=== memory_stage ===
memory_stage, placement by cell class:
Scale bar: 20 um. Fill, decap, tap and diode cells in gray.
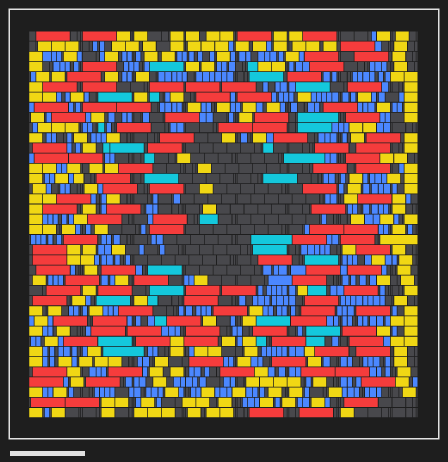

### src/rtl/core_pkg.sv
// Shared core types for the memory stage: access sizes, stage FSM states,
// the hardwired-zero register index and a size normaliser.
package core_pkg;

  typedef enum logic [1:0] {
    MEM_BYTE = 2'd0,
    MEM_HALF = 2'd1,
    MEM_WORD = 2'd2
  } mem_size_t;

  typedef enum logic {
    MEM_IDLE = 1'b0,
    MEM_WAIT = 1'b1
  } mem_state_t;

  localparam logic [5:0] ZERO_REG = 6'd0;

  // Encoding 3 has no meaning of its own and behaves as a word access.
  function automatic mem_size_t norm_size(input logic [1:0] s);
    case (s)
      2'd0:    return MEM_BYTE;
      2'd1:    return MEM_HALF;
      default: return MEM_WORD;
    endcase
  endfunction

endpackage

### src/rtl/memory_stage_load_align.sv
// load_align: picks the addressed byte/half lane out of a read word and
// sign- or zero-extends it. Purely combinational. Only used when the
// MEM_SUBWORD_EN build option is defined.
module load_align
  import core_pkg::*;
(
  input  logic [31:0] rdata_i,
  input  logic [1:0]  off_i,
  input  mem_size_t   size_i,
  input  logic        uns_i,
  output logic [31:0] data_o
);

  logic [7:0]  byte_lane;
  logic [15:0] half_lane;

  // Lane select then extension; halves are aligned so only off_i[1] matters.
  always_comb begin
    byte_lane = rdata_i[{off_i, 3'b000} +: 8];
    half_lane = off_i[1] ? rdata_i[31:16] : rdata_i[15:0];
    case (size_i)
      MEM_BYTE: data_o = {{24{byte_lane[7] & ~uns_i}}, byte_lane};
      MEM_HALF: data_o = {{16{half_lane[15] & ~uns_i}}, half_lane};
      default:  data_o = rdata_i;
    endcase
  end

endmodule

### src/rtl/memory_stage.sv
// memory_stage: takes one op per handshake from execute, performs the data
// memory access for loads/stores over a req/ack bus and emits one registered
// write-back record. Build option MEM_SUBWORD_EN enables byte/half accesses;
// without it every access is a full word.
module memory_stage
  import core_pkg::*;
(
  input  logic        clk,
  input  logic        rst,
  // upstream
  input  logic        in_valid,
  output logic        in_ready,
  input  logic        in_reg_write_enabled,
  input  logic [5:0]  in_reg_write_dest,
  input  logic [31:0] in_data,
  input  logic        in_mem_read,
  input  logic        in_mem_write,
  input  logic [1:0]  in_mem_size,
  input  logic        in_mem_unsigned,
  input  logic [31:0] in_store_data,
  // data memory
  output logic        mem_req,
  output logic        mem_we,
  output logic [31:0] mem_addr,
  output logic [31:0] mem_wdata,
  output logic [3:0]  mem_wstrb,
  input  logic        mem_ack,
  input  logic [31:0] mem_rdata,
  // write-back
  output logic        out_valid,
  output logic        reg_write_enabled,
  output logic [5:0]  reg_write_dest,
  output logic [31:0] reg_write_data,
  output logic        misaligned
);

  mem_state_t  state_q, state_d;
  logic        mem_req_q, mem_req_d, mem_we_q, mem_we_d;
  logic [31:0] mem_addr_q, mem_addr_d, mem_wdata_q, mem_wdata_d;
  logic [3:0]  mem_wstrb_q, mem_wstrb_d;
  logic        out_valid_q, out_valid_d, rwe_q, rwe_d, mis_q, mis_d;
  logic [5:0]  rdest_q, rdest_d;
  logic [31:0] rdata_q, rdata_d;
  // Record fields for the op currently waiting on the bus.
  logic [5:0]  pend_dest_q, pend_dest_d;
  logic        pend_wen_q, pend_wen_d;

  logic        is_mem, is_store, wen_ok, acc_mis;
  logic [3:0]  acc_wstrb;
  logic [31:0] acc_wdata, load_data;

  assign is_mem   = in_mem_read | in_mem_write;
  assign is_store = in_mem_write;  // read+write together behaves as a store
  assign wen_ok   = in_reg_write_enabled & (in_reg_write_dest != ZERO_REG);

`ifdef MEM_SUBWORD_EN
  mem_size_t  acc_size, pend_size_q, pend_size_d;
  logic       pend_uns_q, pend_uns_d;
  logic [1:0] pend_off_q, pend_off_d;

  assign acc_size = norm_size(in_mem_size);

  // Alignment check and lane-positioned store data / byte enables.
  always_comb begin
    case (acc_size)
      MEM_BYTE: begin
        acc_mis   = 1'b0;
        acc_wstrb = 4'b0001 << in_data[1:0];
        acc_wdata = {4{in_store_data[7:0]}};
      end
      MEM_HALF: begin
        acc_mis   = in_data[0];
        acc_wstrb = 4'b0011 << in_data[1:0];
        acc_wdata = {2{in_store_data[15:0]}};
      end
      default: begin
        acc_mis   = |in_data[1:0];
        acc_wstrb = 4'hF;
        acc_wdata = in_store_data;
      end
    endcase
  end

  load_align u_load_align (
    .rdata_i (mem_rdata),
    .off_i   (pend_off_q),
    .size_i  (pend_size_q),
    .uns_i   (pend_uns_q),
    .data_o  (load_data)
  );
`else
  logic unused_subword;
  assign unused_subword = ^{in_mem_size, in_mem_unsigned};
  assign acc_mis   = |in_data[1:0];
  assign acc_wstrb = 4'hF;
  assign acc_wdata = in_store_data;
  assign load_data = mem_rdata;
`endif

  // Next-state: accept in IDLE, hold the request in MEM_WAIT until ack.
  always_comb begin
    state_d     = state_q;
    mem_req_d   = mem_req_q;
    mem_we_d    = mem_we_q;
    mem_addr_d  = mem_addr_q;
    mem_wdata_d = mem_wdata_q;
    mem_wstrb_d = mem_wstrb_q;
    out_valid_d = 1'b0;
    rwe_d       = 1'b0;
    mis_d       = 1'b0;
    rdest_d     = rdest_q;
    rdata_d     = rdata_q;
    pend_dest_d = pend_dest_q;
    pend_wen_d  = pend_wen_q;
`ifdef MEM_SUBWORD_EN
    pend_size_d = pend_size_q;
    pend_uns_d  = pend_uns_q;
    pend_off_d  = pend_off_q;
`endif
    case (state_q)
      MEM_IDLE: begin
        if (in_valid) begin
          if (!is_mem) begin
            out_valid_d = 1'b1;
            rwe_d       = wen_ok;
            rdest_d     = in_reg_write_dest;
            rdata_d     = in_data;
          end else if (acc_mis) begin
            out_valid_d = 1'b1;
            mis_d       = 1'b1;
            rdest_d     = in_reg_write_dest;
            rdata_d     = in_data;
          end else begin
            state_d     = MEM_WAIT;
            mem_req_d   = 1'b1;
            mem_we_d    = is_store;
            mem_addr_d  = {in_data[31:2], 2'b00};
            mem_wdata_d = acc_wdata;
            mem_wstrb_d = acc_wstrb;
            pend_dest_d = in_reg_write_dest;
            pend_wen_d  = wen_ok & ~is_store;
`ifdef MEM_SUBWORD_EN
            pend_size_d = acc_size;
            pend_uns_d  = in_mem_unsigned;
            pend_off_d  = in_data[1:0];
`endif
          end
        end
      end
      default: begin
        if (mem_ack) begin
          state_d     = MEM_IDLE;
          mem_req_d   = 1'b0;
          mem_we_d    = 1'b0;
          out_valid_d = 1'b1;
          rwe_d       = pend_wen_q;
          rdest_d     = pend_dest_q;
          rdata_d     = load_data;
        end
      end
    endcase
  end

  // State and output registers; reset also abandons any in-flight request.
  always_ff @(posedge clk or posedge rst) begin
    if (rst) begin
      state_q     <= MEM_IDLE;
      mem_req_q   <= 1'b0;
      mem_we_q    <= 1'b0;
      mem_addr_q  <= 32'd0;
      mem_wdata_q <= 32'd0;
      mem_wstrb_q <= 4'h0;
      out_valid_q <= 1'b0;
      rwe_q       <= 1'b0;
      mis_q       <= 1'b0;
      rdest_q     <= 6'd0;
      rdata_q     <= 32'd0;
      pend_dest_q <= 6'd0;
      pend_wen_q  <= 1'b0;
    end else begin
      state_q     <= state_d;
      mem_req_q   <= mem_req_d;
      mem_we_q    <= mem_we_d;
      mem_addr_q  <= mem_addr_d;
      mem_wdata_q <= mem_wdata_d;
      mem_wstrb_q <= mem_wstrb_d;
      out_valid_q <= out_valid_d;
      rwe_q       <= rwe_d;
      mis_q       <= mis_d;
      rdest_q     <= rdest_d;
      rdata_q     <= rdata_d;
      pend_dest_q <= pend_dest_d;
      pend_wen_q  <= pend_wen_d;
    end
  end

`ifdef MEM_SUBWORD_EN
  // Load-extraction controls for the pending access.
  always_ff @(posedge clk or posedge rst) begin
    if (rst) begin
      pend_size_q <= MEM_WORD;
      pend_uns_q  <= 1'b0;
      pend_off_q  <= 2'd0;
    end else begin
      pend_size_q <= pend_size_d;
      pend_uns_q  <= pend_uns_d;
      pend_off_q  <= pend_off_d;
    end
  end
`endif

  assign in_ready          = (state_q == MEM_IDLE);
  assign mem_req           = mem_req_q;
  assign mem_we            = mem_we_q;
  assign mem_addr          = mem_addr_q;
  assign mem_wdata         = mem_wdata_q;
  assign mem_wstrb         = mem_wstrb_q;
  assign out_valid         = out_valid_q;
  assign reg_write_enabled = rwe_q;
  assign reg_write_dest    = rdest_q;
  assign reg_write_data    = rdata_q;
  assign misaligned        = mis_q;

endmodule

### config.mk
export PLATFORM = sky130hd
export DESIGN_NAME = memory_stage
export DESIGN_NICKNAME = d
export VERILOG_FILES = /design/src/rtl/core_pkg.sv /design/src/rtl/memory_stage_load_align.sv /design/src/rtl/memory_stage.sv
export SDC_FILE = /design/constraint.sdc
export NUM_CORES = 1
export LEC_CHECK = 0
export ABC_AREA = 1
export CAP_MARGIN = 20
export CORE_MARGIN = 5
export CORE_UTILIZATION = 45
export DETAILED_ROUTE_END_ITERATION = 12
export GPL_TIMING_DRIVEN = 1
export PLACE_DENSITY = 0.86
export SLEW_MARGIN = 15
export SYNTH_ARGS = -nofsm -noshare
export SYNTH_HDL_FRONTEND = slang
export SYNTH_SLANG_ARGS = --single-unit
### constraint.sdc
create_clock -name clk -period 9.7 [get_ports clk]
set_input_delay 1.455 -clock clk [delete_from_list [all_inputs] [get_ports clk]]
set_output_delay 1.455 -clock clk [all_outputs]
set_load 0.1 [all_outputs]
=== csa_tree_12to2 ===
## config.mk

```make
export PLATFORM = sky130hd
export DESIGN_NAME = csa_tree_12to2
export DESIGN_NICKNAME = d
export VERILOG_FILES = /design/src/rtl/csa_tree_12to2.sv
export SDC_FILE = /design/constraint.sdc
export NUM_CORES = 1
export LEC_CHECK = 0
export CAP_MARGIN = 5
export CORE_AREA = 2 2 266 268
export CTS_CLUSTER_DIAMETER = 60
export DETAILED_ROUTE_END_ITERATION = 12
export DIE_AREA = 0 0 268 270
export GPL_TIMING_DRIVEN = 0
export PLACE_DENSITY_LB_ADDON = 0.2
export SETUP_SLACK_MARGIN = 0.15
export SYNTH_ARGS = -nofsm -noshare
export SYNTH_HDL_FRONTEND = slang
export SYNTH_SLANG_ARGS = --single-unit
```

## constraint.sdc

```tcl
create_clock -name clk -period 3.3 [get_ports clk]
set_input_delay 0.99 -clock clk [delete_from_list [all_inputs] [get_ports clk]]
set_output_delay 0.99 -clock clk [all_outputs]
set_load 0.01 [all_outputs]
```

## src/rtl/csa_tree_12to2.sv

```systemverilog
`default_nettype none
// ============================================================================
//  Module      : csa_tree_12to2
//  Description : Four-level carry-save tree reducing twelve WIDTH-bit partial
//                products to one registered sum/carry pair plus carry_out,
//                the bit WIDTH of the exact total. Defining CSA_MID_PIPE_EN
//                adds a register stage after level 2, giving 2-cycle latency.
//  Revision    : 1.0 - initial release
// ============================================================================
module csa_tree_12to2 #(
   parameter int WIDTH = 48,
   parameter int IW    = 53
) (
   input  logic             clk,
   input  logic             nreset,
   input  logic [WIDTH-1:0] product [0:11],
   output logic [WIDTH-1:0] s9_final,
   output logic [WIDTH-1:0] c9_final,
   output logic             carry_out
);

   // Zero-extended operands and tree nets. The nets keep these exact names
   // so that they can be probed hierarchically.
   logic [IW-1:0] p [0:11];
   logic [IW-1:0] s0, s1, s2, s3, s4, s5, s6, s7, s8, s9;
   logic [IW-1:0] c0, c1, c2, c3, c4, c5, c6, c7, c8, c9;

   // Inputs to level 3. These are either the level-2 results themselves or
   // the registered copies of them.
   logic [IW-1:0] s3_l3, c3_l3, s4_l3, c4_l3, s5_l3, c5_l3;

   // Full-width sum of the final pair. Only bit WIDTH is kept, as carry_out.
   logic [IW-1:0] tree_sum;
   logic          unused_tree_hi;

   function automatic logic [IW-1:0] csa_sum(input logic [IW-1:0] x,
                                             input logic [IW-1:0] y,
                                             input logic [IW-1:0] z);
      return x ^ y ^ z;
   endfunction

   // IW leaves enough headroom that the shift never drops a set bit.
   function automatic logic [IW-1:0] csa_carry(input logic [IW-1:0] x,
                                               input logic [IW-1:0] y,
                                               input logic [IW-1:0] z);
      return ((x & y) | (x & z) | (y & z)) << 1;
   endfunction

   genvar gi;
   generate
      for (gi = 0; gi < 12; gi++) begin : g_ext
         assign p[gi] = {{(IW-WIDTH){1'b0}}, product[gi]};
      end
   endgenerate

   // Level 1
   assign s0 = csa_sum  (p[0], p[1],  p[2]);
   assign c0 = csa_carry(p[0], p[1],  p[2]);
   assign s1 = csa_sum  (p[3], p[4],  p[5]);
   assign c1 = csa_carry(p[3], p[4],  p[5]);
   assign s2 = csa_sum  (p[6], p[7],  p[8]);
   assign c2 = csa_carry(p[6], p[7],  p[8]);
   assign s3 = csa_sum  (p[9], p[10], p[11]);
   assign c3 = csa_carry(p[9], p[10], p[11]);

   // Level 2
   assign s4 = csa_sum  (s0, c0, s1);
   assign c4 = csa_carry(s0, c0, s1);
   assign s5 = csa_sum  (c1, s2, c2);
   assign c5 = csa_carry(c1, s2, c2);

`ifdef CSA_MID_PIPE_EN
   // Mid-tree pipeline stage: hold the six vectors feeding level 3
   always_ff @(posedge clk or posedge nreset) begin
      if (nreset) begin
         s3_l3 <= '0;
         c3_l3 <= '0;
         s4_l3 <= '0;
         c4_l3 <= '0;
         s5_l3 <= '0;
         c5_l3 <= '0;
      end else begin
         s3_l3 <= s3;
         c3_l3 <= c3;
         s4_l3 <= s4;
         c4_l3 <= c4;
         s5_l3 <= s5;
         c5_l3 <= c5;
      end
   end
`else
   assign s3_l3 = s3;
   assign c3_l3 = c3;
   assign s4_l3 = s4;
   assign c4_l3 = c4;
   assign s5_l3 = s5;
   assign c5_l3 = c5;
`endif

   // Level 3
   assign s6 = csa_sum  (s4_l3, c4_l3, s5_l3);
   assign c6 = csa_carry(s4_l3, c4_l3, s5_l3);
   assign s7 = csa_sum  (c5_l3, s3_l3, c3_l3);
   assign c7 = csa_carry(c5_l3, s3_l3, c3_l3);

   // Level 4
   assign s8 = csa_sum  (s6, c6, s7);
   assign c8 = csa_carry(s6, c6, s7);
   assign s9 = csa_sum  (s8, c8, c7);
   assign c9 = csa_carry(s8, c8, c7);

   // This adder is the only carry-propagate logic in the block.
   assign tree_sum       = s9 + c9;
   assign unused_tree_hi = ^tree_sum[IW-1:WIDTH+1];

   // Output register: truncated redundant pair and the overflow bit
   always_ff @(posedge clk or posedge nreset) begin
      if (nreset) begin
         s9_final  <= '0;
         c9_final  <= '0;
         carry_out <= 1'b0;
      end else begin
         s9_final  <= s9[WIDTH-1:0];
         c9_final  <= c9[WIDTH-1:0];
         carry_out <= tree_sum[WIDTH];
      end
   end

endmodule
`default_nettype wire

```

=== mult_div_unit_flat ===
[config.mk]
export PLATFORM = sky130hd
export DESIGN_NAME = mult_div_unit_flat
export DESIGN_NICKNAME = d
export VERILOG_FILES = /design/src/rtl/mult_div_unit_pkg.sv /design/src/rtl/mult_div_unit_if.sv /design/src/rtl/mult_div_unit_md_iter_core.sv /design/src/rtl/mult_div_unit.sv /design/src/flat_wrapper.sv
export SDC_FILE = /design/constraint.sdc
export NUM_CORES = 1
export LEC_CHECK = 0
export CAP_MARGIN = 20
export CORE_MARGIN = 1
export CORE_UTILIZATION = 50
export DETAILED_ROUTE_END_ITERATION = 12
export PLACE_DENSITY = 0.68
export REMOVE_ABC_BUFFERS = 1
export SYNTH_ARGS = -nofsm -noshare
export SYNTH_HDL_FRONTEND = slang
export SYNTH_SLANG_ARGS = --single-unit
export TNS_END_PERCENT = 10
[constraint.sdc]
create_clock -name clk -period 15.85 [get_ports clk]
set_input_delay 3.17 -clock clk [delete_from_list [all_inputs] [get_ports clk]]
set_output_delay 3.17 -clock clk [all_outputs]
set_load 0.03 [all_outputs]
[src/rtl/mult_div_unit_pkg.sv]
// Shared definitions for the iterative multiply/divide unit: op codes, FSM states
// and the default datapath width.
package mult_div_unit_pkg;

    localparam int MD_DATA_W = 32;

    localparam logic [2:0] MD_MULT  = 3'b000;
    localparam logic [2:0] MD_MULTU = 3'b001;
    localparam logic [2:0] MD_DIV   = 3'b010;
    localparam logic [2:0] MD_DIVU  = 3'b011;
    localparam logic [2:0] MD_MTHI  = 3'b100;
    localparam logic [2:0] MD_MTLO  = 3'b101;

    typedef enum logic [1:0] {
        ST_IDLE = 2'd0,
        ST_PREP = 2'd1,
        ST_CALC = 2'd2,
        ST_FIX  = 2'd3
    } md_state_e;

endpackage

[src/rtl/mult_div_unit_if.sv]
// Request/response bundle between the EX stage and the multiply/divide unit.
interface mult_div_unit_if #(parameter int DATA_W = 32);
    logic              start;
    logic [2:0]        op;
    logic [DATA_W-1:0] a;
    logic [DATA_W-1:0] b;
    logic              busy;
    logic              done;
    logic [DATA_W-1:0] hi;
    logic [DATA_W-1:0] lo;

    modport master (output start, op, a, b, input busy, done, hi, lo);
    modport slave  (input start, op, a, b, output busy, done, hi, lo);
endinterface

[src/rtl/mult_div_unit_md_iter_core.sv]
// CALC datapath: shared add/subtract, product/remainder shift register and
// iteration counter; operates on unsigned magnitudes only.
module mult_div_unit_md_iter_core #(
    parameter int DATA_W = 32,
    parameter int ITER   = DATA_W
) (
    input  logic                  clk,
    input  logic                  reset,
    input  logic                  load,
    input  logic                  step,
    input  logic                  is_div,
    input  logic [DATA_W-1:0]     a_mag,
    input  logic [DATA_W-1:0]     b_mag,
    output logic                  last,
    output logic [2*DATA_W-1:0]   acc
);
    localparam int CW = $clog2(ITER);

    logic [2*DATA_W-1:0] acc_q, acc_d;
    logic [DATA_W-1:0]   opnd_q, opnd_d;
    logic [CW-1:0]       cnt_q, cnt_d;
    logic [DATA_W:0]     rem_sh, add_x, add_y;
    logic [DATA_W+1:0]   sum;

    always_comb begin
        // Divide: trial subtract via x + ~y + 1; carry out means remainder >= divisor.
        rem_sh = acc_q[2*DATA_W-1:DATA_W-1];
        add_x  = is_div ? rem_sh : {1'b0, acc_q[2*DATA_W-1:DATA_W]};
        add_y  = is_div ? ~{1'b0, opnd_q} : {1'b0, opnd_q};
        sum    = {1'b0, add_x} + {1'b0, add_y} + {{(DATA_W+1){1'b0}}, is_div};

        acc_d  = acc_q;
        opnd_d = opnd_q;
        cnt_d  = cnt_q;
        if (load) begin
            acc_d  = {{DATA_W{1'b0}}, (is_div ? a_mag : b_mag)};
            opnd_d = is_div ? b_mag : a_mag;
            cnt_d  = '0;
        end else if (step) begin
            cnt_d = cnt_q + 1'b1;
            if (is_div) begin
                acc_d = sum[DATA_W+1] ? {sum[DATA_W-1:0], acc_q[DATA_W-2:0], 1'b1}
                                      : {rem_sh[DATA_W-1:0], acc_q[DATA_W-2:0], 1'b0};
            end else begin
                acc_d = acc_q[0] ? {sum[DATA_W:0], acc_q[DATA_W-1:1]}
                                 : {1'b0, acc_q[2*DATA_W-1:1]};
            end
        end
    end

    always_ff @(posedge clk or posedge reset) begin
        if (reset) begin
            acc_q  <= '0;
            opnd_q <= '0;
            cnt_q  <= '0;
        end else begin
            acc_q  <= acc_d;
            opnd_q <= opnd_d;
            cnt_q  <= cnt_d;
        end
    end

    assign last = step && (cnt_q == CW'(ITER - 1));
    assign acc  = acc_q;

endmodule

[src/rtl/mult_div_unit.sv]
// Iterative multiply/divide unit with private HI/LO: FSM, sign pre/post-processing
// and the architectural HI/LO registers around the shift-add/restoring core.
module mult_div_unit
    import mult_div_unit_pkg::*;
#(
    parameter int DATA_W = MD_DATA_W,
    parameter int ITER   = DATA_W
) (
    input  logic           clk,
    input  logic           reset,
    mult_div_unit_if.slave bus
);
    md_state_e           state_q, state_d;
    logic [DATA_W-1:0]   a_q, a_d, b_q, b_d, hi_q, hi_d, lo_q, lo_d;
    logic                is_div_q, is_div_d, is_signed_q, is_signed_d;
    logic                res_neg_q, res_neg_d, rem_neg_q, rem_neg_d;
    logic                done_q, done_d;
    logic                load, step, last;
    logic [DATA_W-1:0]   a_mag, b_mag, quo, rem;
    logic [2*DATA_W-1:0] acc, prod;

    assign a_mag = (is_signed_q && a_q[DATA_W-1]) ? -a_q : a_q;
    assign b_mag = (is_signed_q && b_q[DATA_W-1]) ? -b_q : b_q;

    mult_div_unit_md_iter_core #(.DATA_W(DATA_W), .ITER(ITER)) u_core (
        .clk    (clk),
        .reset  (reset),
        .load   (load),
        .step   (step),
        .is_div (is_div_q),
        .a_mag  (a_mag),
        .b_mag  (b_mag),
        .last   (last),
        .acc    (acc)
    );

    always_comb begin
        state_d     = state_q;
        a_d         = a_q;
        b_d         = b_q;
        hi_d        = hi_q;
        lo_d        = lo_q;
        is_div_d    = is_div_q;
        is_signed_d = is_signed_q;
        res_neg_d   = res_neg_q;
        rem_neg_d   = rem_neg_q;
        done_d      = 1'b0;
        load        = 1'b0;
        step        = 1'b0;
        prod        = res_neg_q ? -acc : acc;
        quo         = res_neg_q ? -acc[DATA_W-1:0] : acc[DATA_W-1:0];
        rem         = rem_neg_q ? -acc[2*DATA_W-1:DATA_W] : acc[2*DATA_W-1:DATA_W];

        case (state_q)
            ST_IDLE: begin
                if (bus.start) begin
                    case (bus.op)
                        MD_MULT, MD_MULTU, MD_DIV, MD_DIVU: begin
                            a_d         = bus.a;
                            b_d         = bus.b;
                            is_div_d    = bus.op[1];
                            is_signed_d = ~bus.op[0];
                            state_d     = ST_PREP;
                        end
                        MD_MTHI: hi_d = bus.a;
                        MD_MTLO: lo_d = bus.a;
                        default: ;
                    endcase
                end
            end
            ST_PREP: begin
                res_neg_d = is_signed_q & (a_q[DATA_W-1] ^ b_q[DATA_W-1]);
                rem_neg_d = is_signed_q & a_q[DATA_W-1];
                load      = 1'b1;
                state_d   = ST_CALC;
            end
            ST_CALC: begin
                step = 1'b1;
                if (last) state_d = ST_FIX;
            end
            ST_FIX: begin
                // Divide by zero bypasses sign correction: all-ones quotient, raw dividend.
                if (!is_div_q) begin
                    {hi_d, lo_d} = prod;
                end else if (b_q == '0) begin
                    lo_d = '1;
                    hi_d = a_q;
                end else begin
                    lo_d = quo;
                    hi_d = rem;
                end
                done_d  = 1'b1;
                state_d = ST_IDLE;
            end
            default: state_d = ST_IDLE;
        endcase
    end

    always_ff @(posedge clk or posedge reset) begin
        if (reset) begin
            state_q     <= ST_IDLE;
            a_q         <= '0;
            b_q         <= '0;
            hi_q        <= '0;
            lo_q        <= '0;
            is_div_q    <= 1'b0;
            is_signed_q <= 1'b0;
            res_neg_q   <= 1'b0;
            rem_neg_q   <= 1'b0;
            done_q      <= 1'b0;
        end else begin
            state_q     <= state_d;
            a_q         <= a_d;
            b_q         <= b_d;
            hi_q        <= hi_d;
            lo_q        <= lo_d;
            is_div_q    <= is_div_d;
            is_signed_q <= is_signed_d;
            res_neg_q   <= res_neg_d;
            rem_neg_q   <= rem_neg_d;
            done_q      <= done_d;
        end
    end

    assign bus.busy = (state_q != ST_IDLE);
    assign bus.done = done_q;
    assign bus.hi   = hi_q;
    assign bus.lo   = lo_q;

endmodule

[src/flat_wrapper.sv]
// flat-port wrapper written by rule: the top's interface ports become plain ports
module mult_div_unit_flat import mult_div_unit_pkg::*;
#(
    parameter int DATA_W = MD_DATA_W,
    parameter int ITER   = DATA_W
)
  (clk, reset, bus_start, bus_op, bus_a, bus_b, bus_busy, bus_done, bus_hi, bus_lo);
  mult_div_unit_if #(.DATA_W(DATA_W)) bus_i ();
  input  logic clk;
  input  logic reset;
  input wire logic [$bits(bus_i.start)-1:0] bus_start;
  input wire logic [$bits(bus_i.op)-1:0] bus_op;
  input wire logic [$bits(bus_i.a)-1:0] bus_a;
  input wire logic [$bits(bus_i.b)-1:0] bus_b;
  output wire logic [$bits(bus_i.busy)-1:0] bus_busy;
  output wire logic [$bits(bus_i.done)-1:0] bus_done;
  output wire logic [$bits(bus_i.hi)-1:0] bus_hi;
  output wire logic [$bits(bus_i.lo)-1:0] bus_lo;
  assign bus_i.start = bus_start;
  assign bus_i.op = bus_op;
  assign bus_i.a = bus_a;
  assign bus_i.b = bus_b;
  assign bus_busy = bus_i.busy;
  assign bus_done = bus_i.done;
  assign bus_hi = bus_i.hi;
  assign bus_lo = bus_i.lo;
  mult_div_unit #(.DATA_W(DATA_W), .ITER(ITER)) u_core (.clk(clk), .reset(reset), .bus(bus_i));
endmodule
=== pcs_sync ===
$ cat src/rtl/pcs_pkg.sv
// Shared 1000BASE-X PCS constants: code-group synchronization states and K28.5 comma values.
// The receive synchronizer and the transmit encoder both use these constants.
package pcs_pkg;

  typedef enum logic [3:0] {
    LOSS_OF_SYNC     = 4'd0,
    COMMA_DETECT_1   = 4'd1,
    COMMA_DETECT_2   = 4'd2,
    COMMA_DETECT_3   = 4'd3,
    ACQUIRE_SYNC_1   = 4'd4,
    ACQUIRE_SYNC_2   = 4'd5,
    SYNC_ACQUIRED_1  = 4'd6,
    SYNC_ACQUIRED_2  = 4'd7,
    SYNC_ACQUIRED_3  = 4'd8,
    SYNC_ACQUIRED_4  = 4'd9,
    SYNC_ACQUIRED_2A = 4'd10,
    SYNC_ACQUIRED_3A = 4'd11,
    SYNC_ACQUIRED_4A = 4'd12
  } pcs_sync_state_e;

  localparam logic [9:0] K28_5_RDN = 10'b0011111010;
  localparam logic [9:0] K28_5_RDP = 10'b1100000101;

  // Seven-bit comma prefixes (bits a..g) of the two K28.5 disparities.
  localparam logic [6:0] COMMA_PREFIX_RDN = K28_5_RDN[9:3];
  localparam logic [6:0] COMMA_PREFIX_RDP = K28_5_RDP[9:3];

  function automatic logic is_sync_state(input pcs_sync_state_e s);
    case (s)
      SYNC_ACQUIRED_1, SYNC_ACQUIRED_2, SYNC_ACQUIRED_3, SYNC_ACQUIRED_4,
      SYNC_ACQUIRED_2A, SYNC_ACQUIRED_3A, SYNC_ACQUIRED_4A: return 1'b1;
      default: return 1'b0;
    endcase
  endfunction

endpackage

$ cat src/rtl/cg_classify.sv
// Combinational 10-bit code-group classifier: comma prefix match, ones count,
// and structural validity (ones count 4..6, no run longer than five bits).
module cg_classify
  import pcs_pkg::*;
(
  input  logic [9:0] cg,
  output logic       comma,
  output logic [3:0] ones,
  output logic       good
);

  logic [4:0] run6;

  // A six-bit window that is all ones or all zeros marks an over-long run.
  for (genvar gi = 0; gi < 5; gi++) begin : g_run
    assign run6[gi] = (&cg[gi+5:gi]) | ~(|cg[gi+5:gi]);
  end

  always_comb begin
    ones = 4'd0;
    for (int i = 0; i < 10; i++) begin
      ones = ones + {3'b000, cg[i]};
    end
  end

  assign comma = (cg[9:3] == COMMA_PREFIX_RDN) || (cg[9:3] == COMMA_PREFIX_RDP);
  assign good  = (ones >= 4'd4) && (ones <= 4'd6) && (run6 == 5'b00000);

endmodule

$ cat src/rtl/pcs_sync.sv
// 1000BASE-X receive code-group synchronization: comma alignment, group qualification,
// sync state machine. Define PCS_SYNC_RD_CHECK_EN to add running-disparity checking.
module pcs_sync
  import pcs_pkg::*;
#(
  parameter int GOOD_CGS_MAX = 3
) (
  input  logic       GTX_CLK,
  input  logic       RESET,
  input  logic       SIGNAL_DETECT,
  input  logic [9:0] rx_code_group,
  output logic [9:0] rx_code_group_q,
  output logic       sync_status,
  output logic       rx_even,
  output logic       cg_bad
);

  localparam logic [1:0] CGS_MAX = 2'(GOOD_CGS_MAX);

  pcs_sync_state_e state_q, state_d;
  logic [1:0]      good_cgs_q, good_cgs_d;
  logic [1:0]      cgs_inc;
  logic [9:0]      rx_code_group_d;
  logic            sync_status_q, sync_status_d;
  logic            rx_even_q, rx_even_d;
  logic            cg_bad_q, cg_bad_d;

  logic            comma_w;
  logic [3:0]      ones_w;
  logic            struct_good_w;
  logic            comma_accept;
  logic            rd_err;
  logic            cg_good_w;
  logic            cg_bad_w;

  cg_classify u_classify (
    .cg    (rx_code_group),
    .comma (comma_w),
    .ones  (ones_w),
    .good  (struct_good_w)
  );

  // A comma seen while out of sync is taken as the new even-slot reference.
  assign comma_accept = (state_q == LOSS_OF_SYNC) && comma_w && SIGNAL_DETECT;

`ifdef PCS_SYNC_RD_CHECK_EN
  logic rd_pos_q, rd_pos_d;

  always_comb begin
    rd_err   = !comma_accept &&
               (((ones_w == 4'd6) && rd_pos_q) || ((ones_w == 4'd4) && !rd_pos_q));
    rd_pos_d = rd_pos_q;
    if (comma_accept) begin
      rd_pos_d = (ones_w == 4'd6);
    end else if (ones_w == 4'd6) begin
      rd_pos_d = 1'b1;
    end else if (ones_w == 4'd4) begin
      rd_pos_d = 1'b0;
    end
  end

  always_ff @(posedge GTX_CLK) begin
    if (RESET) begin
      rd_pos_q <= 1'b0;
    end else begin
      rd_pos_q <= rd_pos_d;
    end
  end
`else
  logic unused_ones;
  assign unused_ones = ^ones_w;
  assign rd_err      = 1'b0;
`endif

  // rx_even_q labels the previous group, so a comma now lands on an odd slot when it is set.
  assign cg_good_w = struct_good_w && !rd_err;
  assign cg_bad_w  = !cg_good_w || (comma_w && rx_even_q && (state_q != LOSS_OF_SYNC));
  assign cgs_inc   = (good_cgs_q == 2'd3) ? 2'd3 : good_cgs_q + 2'd1;

  always_comb begin
    state_d    = state_q;
    good_cgs_d = good_cgs_q;
    case (state_q)
      LOSS_OF_SYNC:   if (comma_w) state_d = COMMA_DETECT_1;
      COMMA_DETECT_1: state_d = (cg_good_w && !comma_w) ? ACQUIRE_SYNC_1 : LOSS_OF_SYNC;
      COMMA_DETECT_2: state_d = (cg_good_w && !comma_w) ? ACQUIRE_SYNC_2 : LOSS_OF_SYNC;
      COMMA_DETECT_3: state_d = (cg_good_w && !comma_w) ? SYNC_ACQUIRED_1 : LOSS_OF_SYNC;
      ACQUIRE_SYNC_1: begin
        if (cg_bad_w)     state_d = LOSS_OF_SYNC;
        else if (comma_w) state_d = COMMA_DETECT_2;
      end
      ACQUIRE_SYNC_2: begin
        if (cg_bad_w)     state_d = LOSS_OF_SYNC;
        else if (comma_w) state_d = COMMA_DETECT_3;
      end
      SYNC_ACQUIRED_1: begin
        if (cg_bad_w) begin
          state_d    = SYNC_ACQUIRED_2;
          good_cgs_d = 2'd0;
        end
      end
      SYNC_ACQUIRED_2: begin
        state_d    = cg_bad_w ? SYNC_ACQUIRED_3 : SYNC_ACQUIRED_2A;
        good_cgs_d = cg_bad_w ? 2'd0 : 2'd1;
      end
      SYNC_ACQUIRED_3: begin
        state_d    = cg_bad_w ? SYNC_ACQUIRED_4 : SYNC_ACQUIRED_3A;
        good_cgs_d = cg_bad_w ? 2'd0 : 2'd1;
      end
      SYNC_ACQUIRED_4: begin
        state_d    = cg_bad_w ? LOSS_OF_SYNC : SYNC_ACQUIRED_4A;
        good_cgs_d = cg_bad_w ? 2'd0 : 2'd1;
      end
      SYNC_ACQUIRED_2A, SYNC_ACQUIRED_3A, SYNC_ACQUIRED_4A: begin
        if (cg_bad_w) begin
          good_cgs_d = 2'd0;
          case (state_q)
            SYNC_ACQUIRED_2A: state_d = SYNC_ACQUIRED_3;
            SYNC_ACQUIRED_3A: state_d = SYNC_ACQUIRED_4;
            default:          state_d = LOSS_OF_SYNC;
          endcase
        end else if (cgs_inc == CGS_MAX) begin
          good_cgs_d = 2'd0;
          case (state_q)
            SYNC_ACQUIRED_2A: state_d = SYNC_ACQUIRED_1;
            SYNC_ACQUIRED_3A: state_d = SYNC_ACQUIRED_2;
            default:          state_d = SYNC_ACQUIRED_3;
          endcase
        end else begin
          good_cgs_d = cgs_inc;
        end
      end
      default: state_d = LOSS_OF_SYNC;
    endcase

    // Losing the PMD signal overrides whatever the group stream would do.
    if (!SIGNAL_DETECT) begin
      state_d    = LOSS_OF_SYNC;
      good_cgs_d = 2'd0;
    end
  end

  always_comb begin
    rx_code_group_d = rx_code_group;
    rx_even_d       = comma_accept ? 1'b1 : !rx_even_q;
    cg_bad_d        = cg_bad_w;
    sync_status_d   = is_sync_state(state_d);
  end

  always_ff @(posedge GTX_CLK) begin
    if (RESET) begin
      state_q         <= LOSS_OF_SYNC;
      good_cgs_q      <= 2'd0;
      rx_code_group_q <= 10'b0000000000;
      sync_status_q   <= 1'b0;
      rx_even_q       <= 1'b0;
      cg_bad_q        <= 1'b0;
    end else begin
      state_q         <= state_d;
      good_cgs_q      <= good_cgs_d;
      rx_code_group_q <= rx_code_group_d;
      sync_status_q   <= sync_status_d;
      rx_even_q       <= rx_even_d;
      cg_bad_q        <= cg_bad_d;
    end
  end

  assign sync_status = sync_status_q;
  assign rx_even     = rx_even_q;
  assign cg_bad      = cg_bad_q;

endmodule
$ cat config.mk
export PLATFORM = sky130hd
export DESIGN_NAME = pcs_sync
export DESIGN_NICKNAME = d
export VERILOG_FILES = /design/src/rtl/pcs_pkg.sv /design/src/rtl/cg_classify.sv /design/src/rtl/pcs_sync.sv
export SDC_FILE = /design/constraint.sdc
export NUM_CORES = 1
export LEC_CHECK = 0
export ABC_AREA = 0
export CAP_MARGIN = 10
export CORE_MARGIN = 2
export CORE_UTILIZATION = 46
export CTS_CLUSTER_DIAMETER = 40
export CTS_CLUSTER_SIZE = 30
export DETAILED_ROUTE_END_ITERATION = 8
export PLACE_DENSITY = 0.83
export SKIP_LAST_GASP = 1
export SLEW_MARGIN = 10
export SYNTH_ARGS = -nofsm -noshare
export SYNTH_HDL_FRONTEND = slang
export SYNTH_SLANG_ARGS = --single-unit
$ cat constraint.sdc
create_clock -name GTX_CLK -period 6.75 [get_ports GTX_CLK]
set_clock_uncertainty 0.15 [all_clocks]
set_input_delay 1.35 -clock GTX_CLK [delete_from_list [all_inputs] [get_ports GTX_CLK]]
set_output_delay 1.35 -clock GTX_CLK [all_outputs]
set_load 0.02 [all_outputs]
mult_div_unit_flat, signal wires on met1:
Supply wires on this layer in gray.
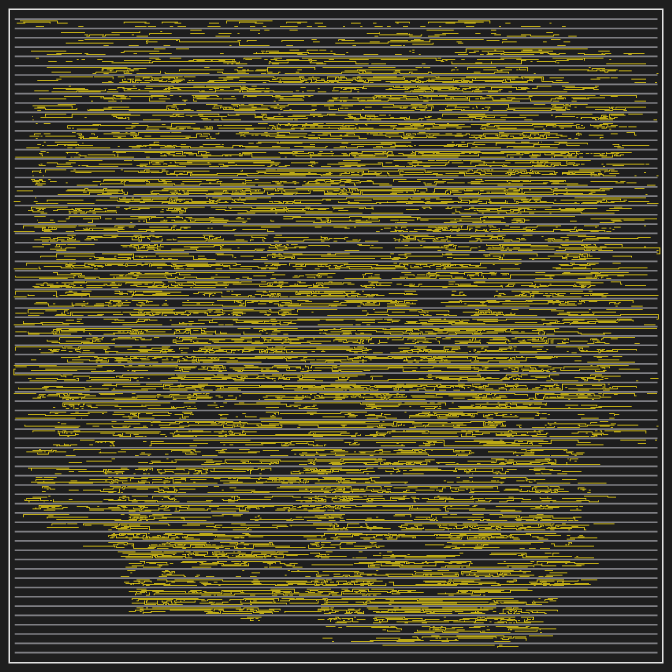
wire length on this layer: 25.8 mm
nets with wire on the layer: 2016

==> flow_summary.ini, mult_div_unit_flat <==
; flow metrics
[run_status]
status = finished clean

[setup_path]
cpPeakStageDelay_ns = 0.92
crit_chain = buf_4, buf_4, xor2_1, ha_1, a21oi_1, o21ai_0, a311oi_1, nand2_1, a31oi_1, o21a_1, nor2_1, o41ai_1
rr_worst_depth = 12
cp-start-kind = flip-flop
critical_path_class = reg -> reg
cpMaxStageDelayCell = o21a_1

[synthesis]
yosysMostFrequentCell = dfrtp_1
async_reset_ff_share_pct = 100.0
ys_seq_share_pct = 33.29
netlist_top_cells_area = dfrtp_1 (33%), mux2_2 (6.5%), o21ai_0 (6.0%)
yosysUniqueCellTypes = 78
synth_area_leader_cell = dfrtp_1
ys_cells = 2076
postSynthAreaPerCell_um2 = 8.544

[cells_and_area]
final_cells = 2580
fin_util_pct = 58.11
final_cell_mix = dfrtp_1 (235), o21ai_0 (213), nand2_1 (193), nor2_1 (163), clkdlybuf4s50_1 (135)
final_common_cell = dfrtp_1
fillerInstances = 3151
layout.area.comb_um2 = 11020

[final_timing]
drv_slew = 0
fmax_mhz = 176.4
worstMarginPinSlew_ns = 1.146
setup_violations = 0

[detailed_routing]
wl_met3_um = 5640
drt-total-wl_um = 61730

[floorplan]
dieWidth_um = 190.4

[global_routing]
met2_usage_pct = 51.38
gr-usage-met3_pct = 5.705
top_usage_layer = met2
grt_usage_pct = 34.08

[cts]
hold_buffers = 0
cts_sinks = 236
cts_root_buf = clkbuf_16

[place]
placed_cell_area_um2 = 19270
==> mult_div_unit_flat: kinds of logic after synthesis <==
family          count (synthesis)  synth area share (%)
xor+xnor                      187                 9.233
mux                           159                 11.10
buf+inv                       221                 4.846
flops                         236                 33.29
fa+ha+maj                      43                 3.075
simple gates                  605                 16.37
compound gates                625                 22.08
==> mult_div_unit_flat: cell type report <==
class	instances	area share, %
inverters	59	1.135
clock buffers	39	3.870
well taps	455	2.822
repair buffers	162	7.766
clock inverters	9	0.4900
flip-flops and latches	236	29.30
diodes	1	0.01241
multi-input cells	1619	54.61
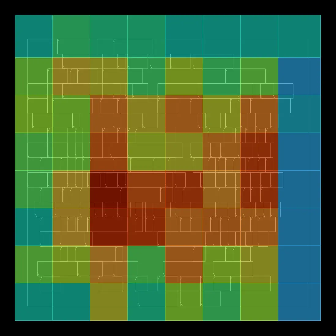
pcs_sync: routing congestion map
M3 GR Usage: 3.953%
grt peak-use layer: met2
met2 global-route usage: 36.47%
WL/cell: 14.07 um
post-layout util: 61.31%

==> flow_summary.ini, pcs_sync <==
; flow metrics
[run_status]
status = finished clean

[cells_and_area]
sh_comb_area_pct = 49.68
final_cells = 206
seq_area_um2 = 380.4
largest_reg_flops = 10
final_common_cell = clkdlybuf4s50_1
comb_cells = 106
layout.area.comb_um2 = 768.2
inverters = 22
area_delta_synth_final_pct = 23.72
signal_buffers = 25

[detailed_routing]
postRouteAntennaNets = 0
drtIter0Drc = 44

[hold_path]
whs_path_depth = 2

[synthesis]
netlist_top_cells_area = dfxtp_1 (30%), fa_1 (9.6%), nor2_1 (6.9%)
synth_area_um2 = 1250
postSynthAreaPerCell_um2 = 8.223
edf_count = 0
fp_nets = 177
async_reset_ff_share_pct = 0
netlist.area_leader.share_pct = 30.43
ys_seq_share_pct = 30.43
synth_flops = 19

[place]
gp_congestion = 0.8743
dp.cells = 202

[global_routing]
gr-usage-met1_pct = 22.71

[final_timing]
fmax_mhz = 172.2
drv_slew = 0
setup_violations = 0

[cts]
cts_root_buf = clkbuf_4
clkTransAtPathRegs_ns = 0.11
postCtsSetupBuffers = 0
hold_buffers = 0

[setup_path]
worst_path_most_repeated_cell = fa_1
crit_chain = clkdlybuf4s50_1, inv_1, ha_1, inv_1, fa_1, fa_1, fa_1, inv_1, fa_1, inv_1, fa_1, nor2b_1, a2111o_1, nor4b_4, a21o_1, a31oi_1, o21bai_1
crit_end = sync_status

[floorplan]
die_y_um = 56.13

[job]
drv_cap = 0
## pcs_sync: through the flow
| stage | area (um2) | hold WS [ns] | worst slack, ns |
|---|---|---|---|
| 6_report | 1546 | 0.3723 | 0.9414 |
| 2_1_floorplan | 1250 | 0.3096 | 1.434 |
| 3_5_place_dp | 1519 | 0.3473 | 0.6107 |
| 5_1_grt | 1546 | 0.3821 | 0.6558 |
| 3_3_place_gp | 1519 | 0.3266 | 0.8155 |
| 4_1_cts | 1546 | 0.3645 | 0.9298 |
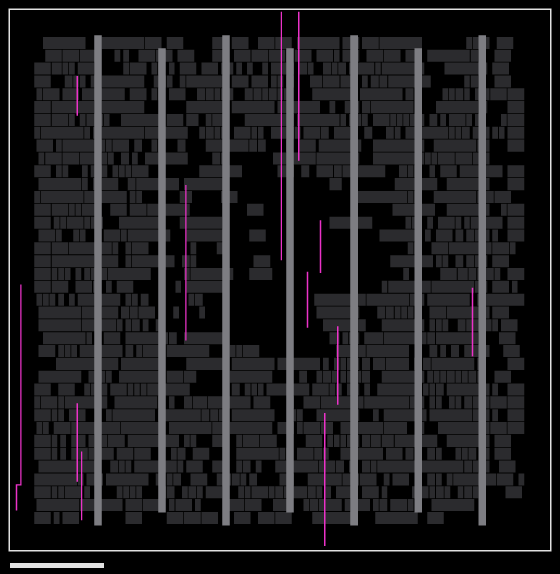
memory_stage: M4 wires
Scale bar: 20 um. Supply wires on this layer in gray. Cells faint in the background.
main direction: vertical
wire length on this layer: 285 um
nets with wire on the layer: 9
longest straight run: 52.4 um
share of all routed wire: 2.0%
via count of the routed design: 4675
WL final: 14620 um

## Picture notes: 'placement by cell class' of memory_stage
legend:
  blue:
    class: combinational and other logic
    cells: 437
  cyan:
    class: clock drivers and dummy loads
    cells: 32
  red:
    class: flops
    cells: 114
  yellow:
    class: other buffers and delay cells
    cells: 222
core box area: 10750 um2
post-layout util: 71.72%
# rows: 38
post-route design area: 7706 um2

==> flow_summary.ini, memory_stage <==
; flow metrics
[run_status]
status = finished clean

[cells_and_area]
signal_buffers = 222
seq_area_um2 = 2854

[synthesis]
yosysMostFrequentCell = nand2_1
ys_cells = 589
top_logic_kind = simple AND/OR/NAND/NOR gates
mux_share_pct = 0
synthCells = 589
ys.flop_type = dfrtp_1

[cts]
cts_root_buf = clkbuf_8
cts_sinks = 114

[setup_path]
timing.reg2reg.setup_slack_ns = 6.88
critical_path_class = reg -> out
crit_fanout = 5

[global_routing]
antenna_found_initial = 0
gr-usage-met3_pct = 9.197

[place]
dpl_worst_slack_ns = 5.438

[final_timing]
fmax_mhz = 273.7

[hold_path]
hold_path.startpoint = mem_wdata[0]
==> memory_stage: layout by cell type, fill, tap and decap left out, drive strengths merged <==
cell type      instances
clkdlybuf4s50        218
nand3                 42
clkinv                 3
clkinvlp               6
inv                   43
buf                    4
or2                    1
dfrtp                114
nor2                   7
bufinv                 4
nand2                267
conb                   2
o21ai                 75
clkbuf                19
==> memory_stage: layer usage <==
layer / vias up / wire length, um
met1: 2207 / 5648
met3: 26 / 1481
met2: 211 / 7203
met4: 0 / 284
li1: 2231 / -
met5: - / 0
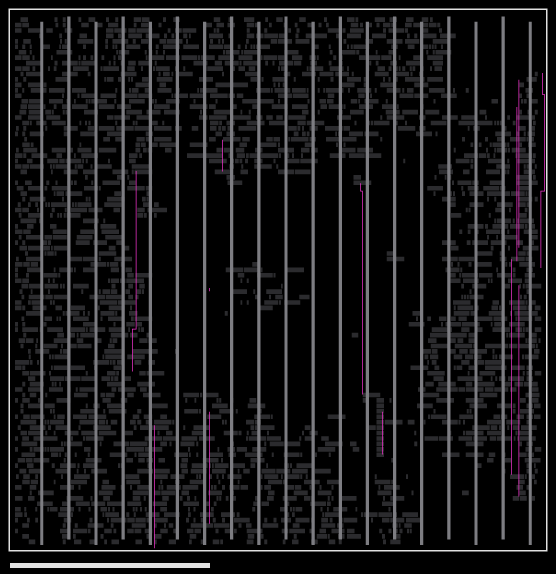
csa_tree_12to2: M4 wires
Scale bar: 100 um. Supply wires on this layer in gray. Cells faint in the background.
wire length on this layer: 837 um
share of all routed wire: 1.5%
longest straight run: 107 um
nets with wire on the layer: 10
via count of the routed design: 10860
WL final: 54650 um

==> flow_summary.ini, csa_tree_12to2 <==
; flow metrics
[run_status]
status = finished, violations left
violations = setup timing

[final_timing]
finalSetupTns_ns = -16.67
finalHoldViolations = 0
period_needed_ns = 5.093
worst_slack_ns = -1.793
setup_violations = 75

[setup_path]
cpMaxStageDelayCell = fa_2
critical_path.startpoint = product[283]
cp-start-kind = input port
critical_path_class = in -> reg
cp_num_cells = 15

[floorplan]
ios = 675
fp.coreArea_um2 = 69540
fp-row-count = 97
n_tap_cell = 940

[global_routing]
grt_first_pass_wirelength_um = 80340
gr-total-overflow = 0

[cts]
clkTransAtPathRegs_ns = 0.07
cts_max_path_buffers = 2
cts_resized = 1867
cts_tree = done
cts_buffers = 9

[cells_and_area]
antenna_cells = 0
sh_seq_area_pct = 10.08
inverters = 595

[synthesis]
synth_flops = 95
top_logic_kind = adder cells
netlist_top_cells_area = fa_1 (62%), dfrtp_1 (16%), inv_1 (15%)
synthCells = 1297
synth_area_um2 = 15240

[place]
gp_congestion = 0.8528
placed_cell_area_um2 = 23550
dpl_worst_slack_ns = -3.239
csa_tree_12to2: metal layers:
layer | routed length (um) | vias up | global-route usage (%)
met4 | 836 | 4 | 3.234
met1 | 18730 | 5538 | 16.02
met2 | 30760 | 387 | 30.10
met3 | 4281 | 28 | 4.677
li1 | - | 4899 | -
met5 | 31 | - | 0
csa_tree_12to2: sequential cells by signal, indices dropped and copies added (netlist names):
signal,count
s9_final,48
carry_out,1
c9_final,46


==> screenshots <==
Local utilization.
shot_01.png
The die is cut into 19 by 19 equal tiles; white is low, dark blue is high, 0 to 100% covered.
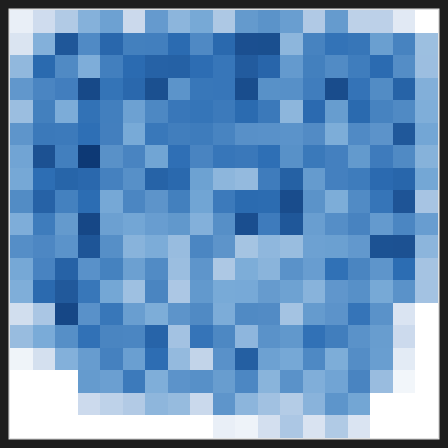
shot_02.png
The die is cut into 11 by 11 equal tiles; white is low, dark blue is high, 0 to 100% covered.
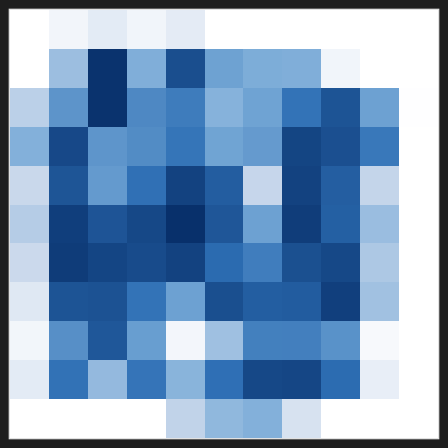
shot_03.png
The die is cut into 11 by 11 equal tiles; white is low, dark blue is high, 0 to 100% covered.
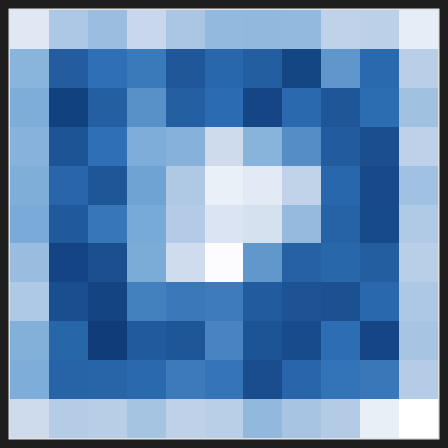
shot_04.png
The die is cut into 27 by 27 equal tiles; white is low, dark blue is high, 0 to 100% covered.
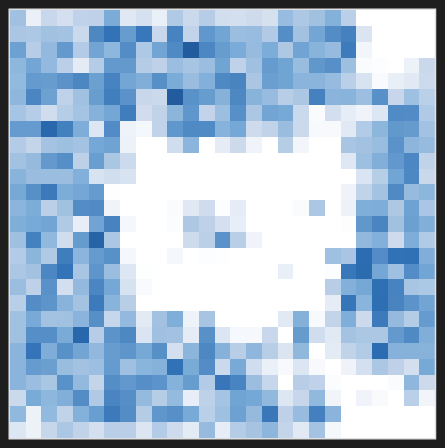
The one with the highest utilization is shot_03.png.
mult_div_unit_flat -> shot_01.png
memory_stage -> shot_03.png
csa_tree_12to2 -> shot_04.png
pcs_sync -> shot_02.png

Key to shot_04.png:
emptiest ninth of the die: center
fullest tile: 82%
mean over tiles: 31%


==> screenshots <==
Signal wires on met1.
Supply wires on this layer in gray.
Plate I
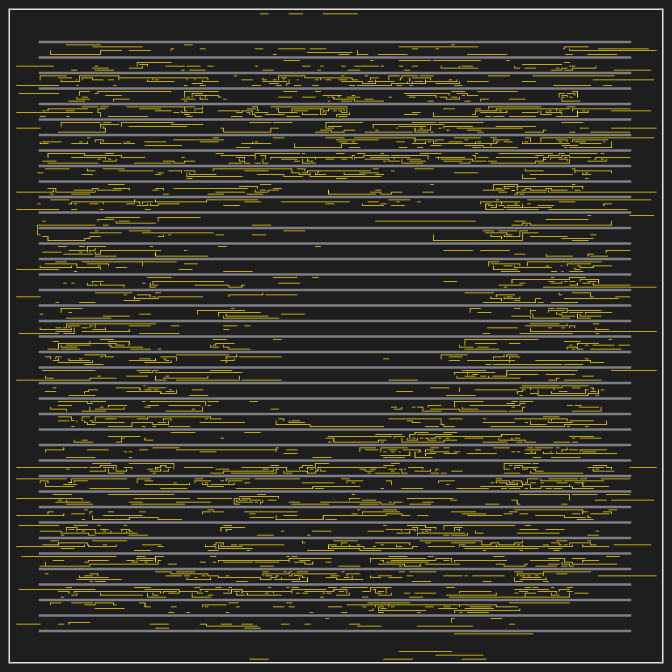
Plate II
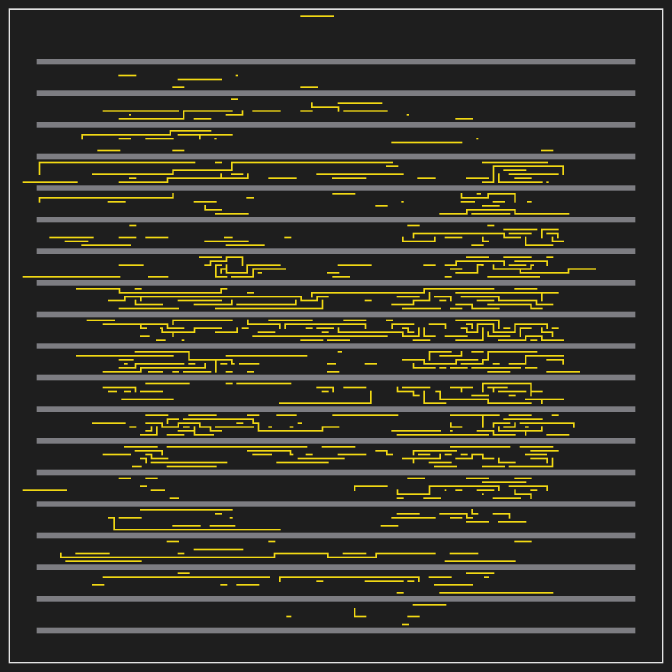
Plate III
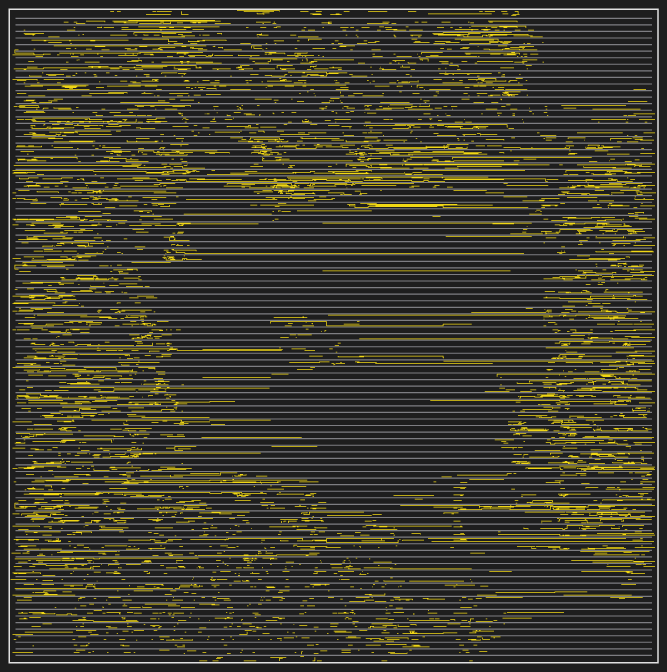
Plate II -> pcs_sync
Plate III -> csa_tree_12to2
Plate I -> memory_stage

Key to Plate I:
main direction: horizontal
longest straight run: 26.2 um
wire length on this layer: 5650 um
nets with wire on the layer: 780

